=== block 1 ===
Figure 1. Drive-strength map (block 1).
Scale bar: 20 microns.
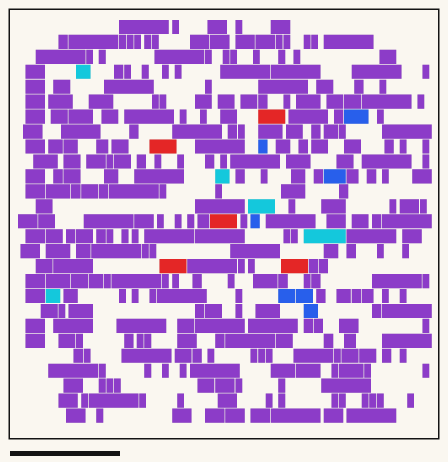

$ cat src/rtl/pipelined_carry_select_adder.sv
// Pipelined carry-select adder/subtractor with valid/ready handshake.
// Each pipeline stage resolves BLKS_PER_STAGE carry-select blocks of BLOCK bits.
module pipelined_carry_select_adder #(
    parameter int unsigned WIDTH          = 16,
    parameter int unsigned BLOCK          = 4,
    parameter int unsigned BLKS_PER_STAGE = 2
) (
    input  logic             clk,
    input  logic             rst_n,
    input  logic             in_valid,
    output logic             in_ready,
    input  logic [WIDTH-1:0] a,
    input  logic [WIDTH-1:0] b,
    input  logic             c_in,
    input  logic             sub,
    output logic             out_valid,
    input  logic             out_ready,
    output logic [WIDTH-1:0] sum,
    output logic             carry,
    output logic             ovf
);

    localparam int unsigned NBLK   = WIDTH / BLOCK;
    localparam int unsigned STAGES = NBLK / BLKS_PER_STAGE;

    typedef struct packed {
        logic [WIDTH-1:0] s;
        logic             c;
        logic             cm;
    } res_t;

    logic [WIDTH-1:0]  sum_q [STAGES];
    logic [WIDTH-1:0]  sum_d [STAGES];
    logic [WIDTH-1:0]  opa_q [STAGES];
    logic [WIDTH-1:0]  opa_d [STAGES];
    logic [WIDTH-1:0]  opb_q [STAGES];
    logic [WIDTH-1:0]  opb_d [STAGES];
    logic [STAGES-1:0] carry_q, carry_d;
    logic [STAGES-1:0] cmsb_q, cmsb_d;
    logic [STAGES-1:0] valid_q;
    logic              stall;
    logic [WIDTH-1:0]  b_eff;
    logic              cin_eff;

    // Resolves the blocks owned by one stage; block 0 ripples, others select on carry.
    function automatic res_t resolve(input int unsigned      stage,
                                     input logic [WIDTH-1:0] op_a,
                                     input logic [WIDTH-1:0] op_b,
                                     input logic [WIDTH-1:0] acc,
                                     input logic             cin);
        res_t             r;
        logic             c;
        logic [BLOCK-1:0] ba, bb;
        logic [BLOCK:0]   r0, r1, rs;
        int unsigned      blk;
        r.s  = acc;
        r.cm = 1'b0;
        c    = cin;
        for (int unsigned j = 0; j < BLKS_PER_STAGE; j++) begin
            blk = stage * BLKS_PER_STAGE + j;
            ba  = op_a[blk*BLOCK +: BLOCK];
            bb  = op_b[blk*BLOCK +: BLOCK];
            if (blk == 0) begin
                r0 = {1'b0, ba} + {1'b0, bb} + {{BLOCK{1'b0}}, c};
                rs = r0;
            end else begin
                r0 = {1'b0, ba} + {1'b0, bb};
                r1 = {1'b0, ba} + {1'b0, bb} + {{BLOCK{1'b0}}, 1'b1};
                rs = c ? r1 : r0;
            end
            r.s[blk*BLOCK +: BLOCK] = rs[BLOCK-1:0];
            // Carry into the block MSB falls out of sum ^ a ^ b at that bit.
            r.cm = rs[BLOCK-1] ^ ba[BLOCK-1] ^ bb[BLOCK-1];
            c    = rs[BLOCK];
        end
        r.c = c;
        return r;
    endfunction

    assign stall    = valid_q[STAGES-1] & ~out_ready;
    assign in_ready = ~stall;
    assign b_eff    = sub ? ~b : b;
    assign cin_eff  = sub | c_in;

    always_comb begin
        res_t r;
        r          = resolve(0, a, b_eff, '0, cin_eff);
        sum_d[0]   = r.s;
        carry_d[0] = r.c;
        cmsb_d[0]  = r.cm;
        opa_d[0]   = a;
        opb_d[0]   = b_eff;
        for (int unsigned k = 1; k < STAGES; k++) begin
            r          = resolve(k, opa_q[k-1], opb_q[k-1], sum_q[k-1], carry_q[k-1]);
            sum_d[k]   = r.s;
            carry_d[k] = r.c;
            cmsb_d[k]  = r.cm;
            opa_d[k]   = opa_q[k-1];
            opb_d[k]   = opb_q[k-1];
        end
    end

    always_ff @(posedge clk or negedge rst_n) begin
        if (!rst_n) begin
            valid_q <= '0;
            carry_q <= '0;
            cmsb_q  <= '0;
            for (int unsigned k = 0; k < STAGES; k++) begin
                sum_q[k] <= '0;
                opa_q[k] <= '0;
                opb_q[k] <= '0;
            end
        end else if (!stall) begin
            valid_q[0] <= in_valid;
            for (int unsigned k = 1; k < STAGES; k++) begin
                valid_q[k] <= valid_q[k-1];
            end
            carry_q <= carry_d;
            cmsb_q  <= cmsb_d;
            for (int unsigned k = 0; k < STAGES; k++) begin
                sum_q[k] <= sum_d[k];
                opa_q[k] <= opa_d[k];
                opb_q[k] <= opb_d[k];
            end
        end
    end

    assign out_valid = valid_q[STAGES-1];
    assign sum       = sum_q[STAGES-1];
    assign carry     = carry_q[STAGES-1];
    assign ovf       = carry_q[STAGES-1] ^ cmsb_q[STAGES-1];

endmodule

$ cat config.mk
export PLATFORM = sky130hd
export DESIGN_NAME = pipelined_carry_select_adder
export DESIGN_NICKNAME = d
export VERILOG_FILES = /design/src/rtl/pipelined_carry_select_adder.sv
export SDC_FILE = /design/constraint.sdc
export NUM_CORES = 1
export LEC_CHECK = 0
export CORE_UTILIZATION = 45
export CTS_CLUSTER_SIZE = 30
export DETAILED_ROUTE_END_ITERATION = 8
export PLACE_DENSITY_LB_ADDON = 0.05
export RECOVER_POWER = 100
export REMOVE_ABC_BUFFERS = 1
export SLEW_MARGIN = 40
export SYNTH_ARGS = -nofsm -noshare
export SYNTH_HDL_FRONTEND = slang
export SYNTH_SLANG_ARGS = --single-unit
$ cat constraint.sdc
create_clock -name clk -period 3.28 [get_ports clk]
set_input_delay 0.328 -clock clk [delete_from_list [all_inputs] [get_ports clk]]
set_output_delay 0.328 -clock clk [all_outputs]
set_load 0.1 [all_outputs]
=== block 2 ===
### src/rtl/ram8_write_sequencer.sv
// ram8_write_sequencer: queues {addr, data} write requests in a small circular FIFO and
// issues one per cycle as a registered load strobe, select and data bus for the RAM8
// load demultiplexer and register bank. `hold` stalls issue for the cycle it is high.
//
// Optional feature: define RAM8_WSEQ_COALESCE_EN to merge a request into the tail entry
// when its address matches (the data is overwritten and no new entry is allocated).
module ram8_write_sequencer #(
  parameter int unsigned WIDTH = 16,
  parameter int unsigned DEPTH = 4
) (
  input  logic                     clk,
  input  logic                     rst_n,
  input  logic                     req_valid,
  output logic                     req_ready,
  input  logic [2:0]               req_addr,
  input  logic [WIDTH-1:0]         req_data,
  input  logic                     hold,
  output logic                     load,
  output logic [2:0]               sel,
  output logic [WIDTH-1:0]         data_out,
  output logic [$clog2(DEPTH):0]   count,
  output logic                     busy
);

  localparam int unsigned AW = $clog2(DEPTH);
  localparam int unsigned CW = AW + 1;

  // Issue state, decoded from the registered count and the live hold input.
  localparam logic [1:0] IDLE  = 2'd0;
  localparam logic [1:0] ISSUE = 2'd1;
  localparam logic [1:0] STALL = 2'd2;

  logic [2:0]       fifo_addr [DEPTH];
  logic [WIDTH-1:0] fifo_data [DEPTH];

  logic [AW-1:0] wr_ptr_q, wr_ptr_d;
  logic [AW-1:0] rd_ptr_q, rd_ptr_d;
  logic [CW-1:0] count_q, count_d;
  logic [1:0]    state;
  logic          full;
  logic          pop;
  logic          alloc;

`ifdef RAM8_WSEQ_COALESCE_EN
  logic [AW-1:0] tail;
  logic          coalesce;
`endif

  // Classify the current cycle; a pop happens only in ISSUE.
  always_comb begin
    state = IDLE;
    if (count_q != '0) begin
      state = hold ? STALL : ISSUE;
    end
  end

  assign pop  = (state == ISSUE);
  assign full = (count_q == CW'(DEPTH));

`ifdef RAM8_WSEQ_COALESCE_EN
  assign tail = wr_ptr_q - AW'(1);
  // With a single entry being popped this edge the tail is leaving, so allocate instead.
  assign coalesce = (count_q != '0) && (fifo_addr[tail] == req_addr) &&
                    !(pop && (count_q == CW'(1)));
  assign req_ready = !full || coalesce;
  assign alloc     = req_valid && req_ready && !coalesce;
`else
  assign req_ready = !full;
  assign alloc     = req_valid && req_ready;
`endif

  // Pointer and occupancy next-state.
  always_comb begin
    wr_ptr_d = wr_ptr_q;
    rd_ptr_d = rd_ptr_q;
    count_d  = count_q;
    if (alloc) begin
      wr_ptr_d = wr_ptr_q + AW'(1);
    end
    if (pop) begin
      rd_ptr_d = rd_ptr_q + AW'(1);
    end
    case ({alloc, pop})
      2'b10:   count_d = count_q + CW'(1);
      2'b01:   count_d = count_q - CW'(1);
      default: count_d = count_q;
    endcase
  end

  // Entry storage; contents are meaningless once count drops, so no reset is needed.
  always_ff @(posedge clk) begin
    if (alloc) begin
      fifo_addr[wr_ptr_q] <= req_addr;
      fifo_data[wr_ptr_q] <= req_data;
    end
`ifdef RAM8_WSEQ_COALESCE_EN
    else if (req_valid && coalesce) begin
      fifo_data[tail] <= req_data;
    end
`endif
  end

  // Control state and the registered issue port; sel/data_out hold when nothing pops.
  always_ff @(posedge clk or negedge rst_n) begin
    if (!rst_n) begin
      wr_ptr_q <= '0;
      rd_ptr_q <= '0;
      count_q  <= '0;
      load     <= 1'b0;
      sel      <= '0;
      data_out <= '0;
    end else begin
      wr_ptr_q <= wr_ptr_d;
      rd_ptr_q <= rd_ptr_d;
      count_q  <= count_d;
      load     <= pop;
      if (pop) begin
        sel      <= fifo_addr[rd_ptr_q];
        data_out <= fifo_data[rd_ptr_q];
      end
    end
  end

  assign count = count_q;
  assign busy  = (count_q != '0) || load;

endmodule

### config.mk
export PLATFORM = sky130hd
export DESIGN_NAME = ram8_write_sequencer
export DESIGN_NICKNAME = d
export VERILOG_FILES = /design/src/rtl/ram8_write_sequencer.sv
export SDC_FILE = /design/constraint.sdc
export NUM_CORES = 1
export LEC_CHECK = 0
export CAP_MARGIN = 20
export CORE_ASPECT_RATIO = 0.5
export CORE_MARGIN = 3
export CORE_UTILIZATION = 42
export CTS_BUF_LIST = sky130_fd_sc_hd__clkbuf_2 sky130_fd_sc_hd__clkbuf_4 sky130_fd_sc_hd__clkbuf_8
export CTS_CLUSTER_SIZE = 25
export DETAILED_ROUTE_END_ITERATION = 6
export REMOVE_ABC_BUFFERS = 1
export SLEW_MARGIN = 20
export SYNTH_ARGS = -nofsm -noshare
export SYNTH_HDL_FRONTEND = slang
export SYNTH_SLANG_ARGS = --single-unit
### constraint.sdc
create_clock -name clk -period 2.8 [get_ports clk]
set_input_delay 0.56 -clock clk [delete_from_list [all_inputs] [get_ports clk]]
set_output_delay 0.56 -clock clk [all_outputs]
set_load 0.005 [all_outputs]
Figure 2. Clock wires, drivers and flops (block 1).
Scale bar: 20 microns.
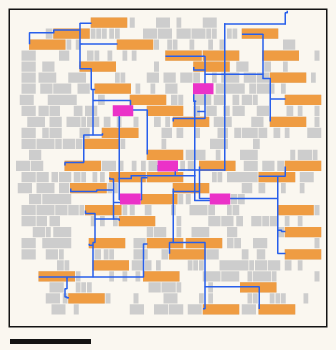
[clock wires] blue | length: 567 microns
[clock drivers] magenta | count: 5
[flip-flops] orange | count: 45
flops lie: all over the die
routed clock nets: 6
clock-net power: 0.314 mW
final setup skew: 0.00503 ns
insertion delay at the late pin of the worst-skew pair: 0.29 ns

Figure 3. Clock nets (block 1).
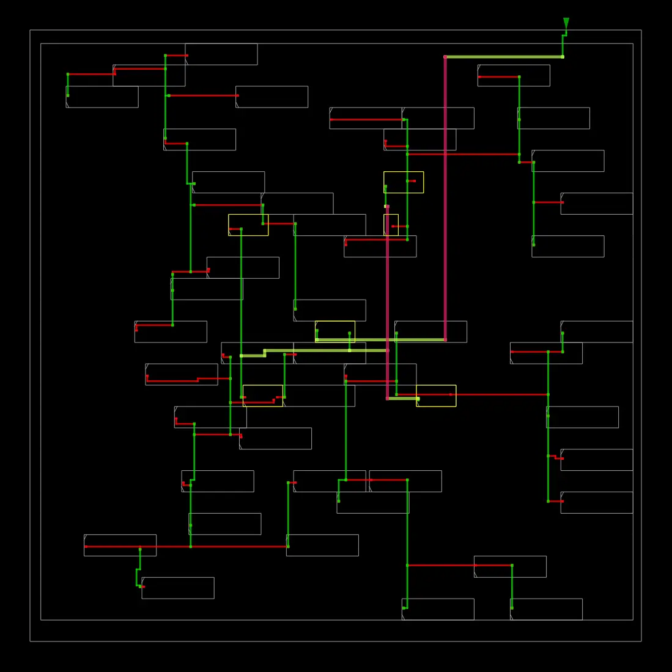
Clock Buffer Count: 5
clk sinks: 45
CTS buffer count: 5
num sequential: 45

Notes on Figure 1 above:
| size | color | cells | share |
|---|---|---|---|
| _2 cells | blue | 7 | 2.1% |
| _0 and _1 cells | purple | 312 | 95% |
| _3 and _4 cells | cyan | 5 | 1.5% |
| _6 and larger | red | 5 | 1.5% |
Signal buffers: 63
Area Overhead vs Synth: 22.4%
crit path setup slack, layout: 0.453 ns

==> results.txt, block 1 <==
yosys + openroad results -> status=finished, violations left, failing checks=max-capacitance violations, max-slew violations, Tapcells=72, DPL Wire Length=3520 microns, Post-synth EDFFs=0, Cells on Worst Hold Path=2, Global Route met2 Usage=0.315, RR Startpoint=opa_d[8]$_DFFE_PN0N_, nets@finish=391, clk tree area frac=0.0233, Final Max Tran Viols=around 46, IO buf count=57, pre-CTS WS=0.376 ns, async set-reset flop share out of synthesis=1.00, DR vias/cell=4.82, vias in the first global route=1941, MaxCap Viol Count=1, core utilization at floorplan=0.468, seq pwr=0.811 mW, Routed WL=4760 microns, hold_sp=valid_q[0]$_DFFE_PN0N_, initial antenna violation count=0, dominant class by area=multi-input combinational cells, Comb. pwr=1.46 mW, Layout non-clock buf frac=0.150, Gates resized, CTS repair=0
Figure 4. Zoomed window (block 2).
Region (92, 4) to (122, 34) microns. Cells in gray, sequential cells in the stronger gray; small squares are vias.
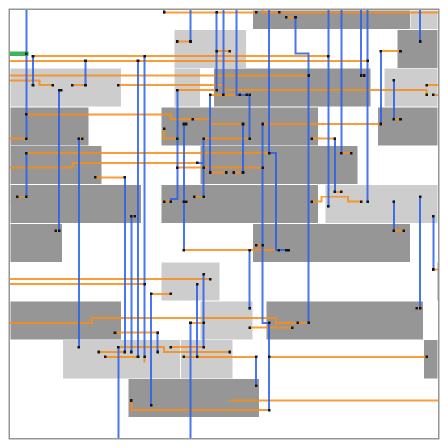
| layer | color |
|---|---|
| metal 1 | orange |
| metal 3 | green |
| metal 2 | blue |
cells with their middle in the window: 20
netlist names of flops here include: fifo_data (10), data_out (1)
sequential cells in the window: 11
most frequent: edfxtp_1 (10)

==> results.txt, block 2 <==
yosys + openroad results -> status=completed, Synth Area in Simple Gates=0.0186, CTS Hold Bufs=0, XORs/XNORs by Area=0.0135, Leak Pwr=1.69 nW, Biggest register=fifo_data, Fin. Hold Viols=0, met3 global-route usage=0.0668, critical path, cell by cell=nor3_1, or2b_1, clkdlybuf4s50_1, Clock Buffer Count=11, design area=4740 sq um, detail-routed net length per standard cell=between 15 and 20 microns, IO buf count=around 47, sw frac=0.268, CTS buffer count=9, Cells on Worst Hold Path=1, net load switching power=about 1.3 mW

## Gallery

Where the registers sit.
(a)
Scale bar: 20 microns. Other sequential cells in the stronger gray, the rest of the logic in the fainter gray.
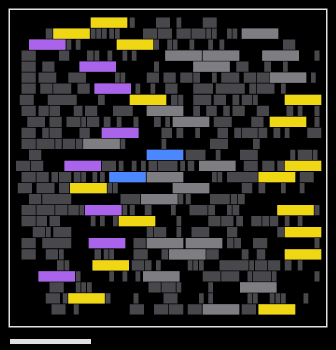
(b)
Scale bar: 50 microns. Other sequential cells in the stronger gray, the rest of the logic in the fainter gray.
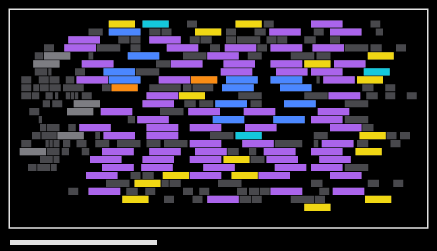
| picture | from |
|---|---|
| (b) | block 2 |
| (a) | block 1 |
The one with the largest die is (b).
The one with the most sequential cells is (b).

Key to (a):
| netlist name | color | flops |
|---|---|---|
| valid_q | blue | 2 |
| sum | yellow | 16 |
| sum_d | purple | 8 |


Power and IR drop assume default switching activity.
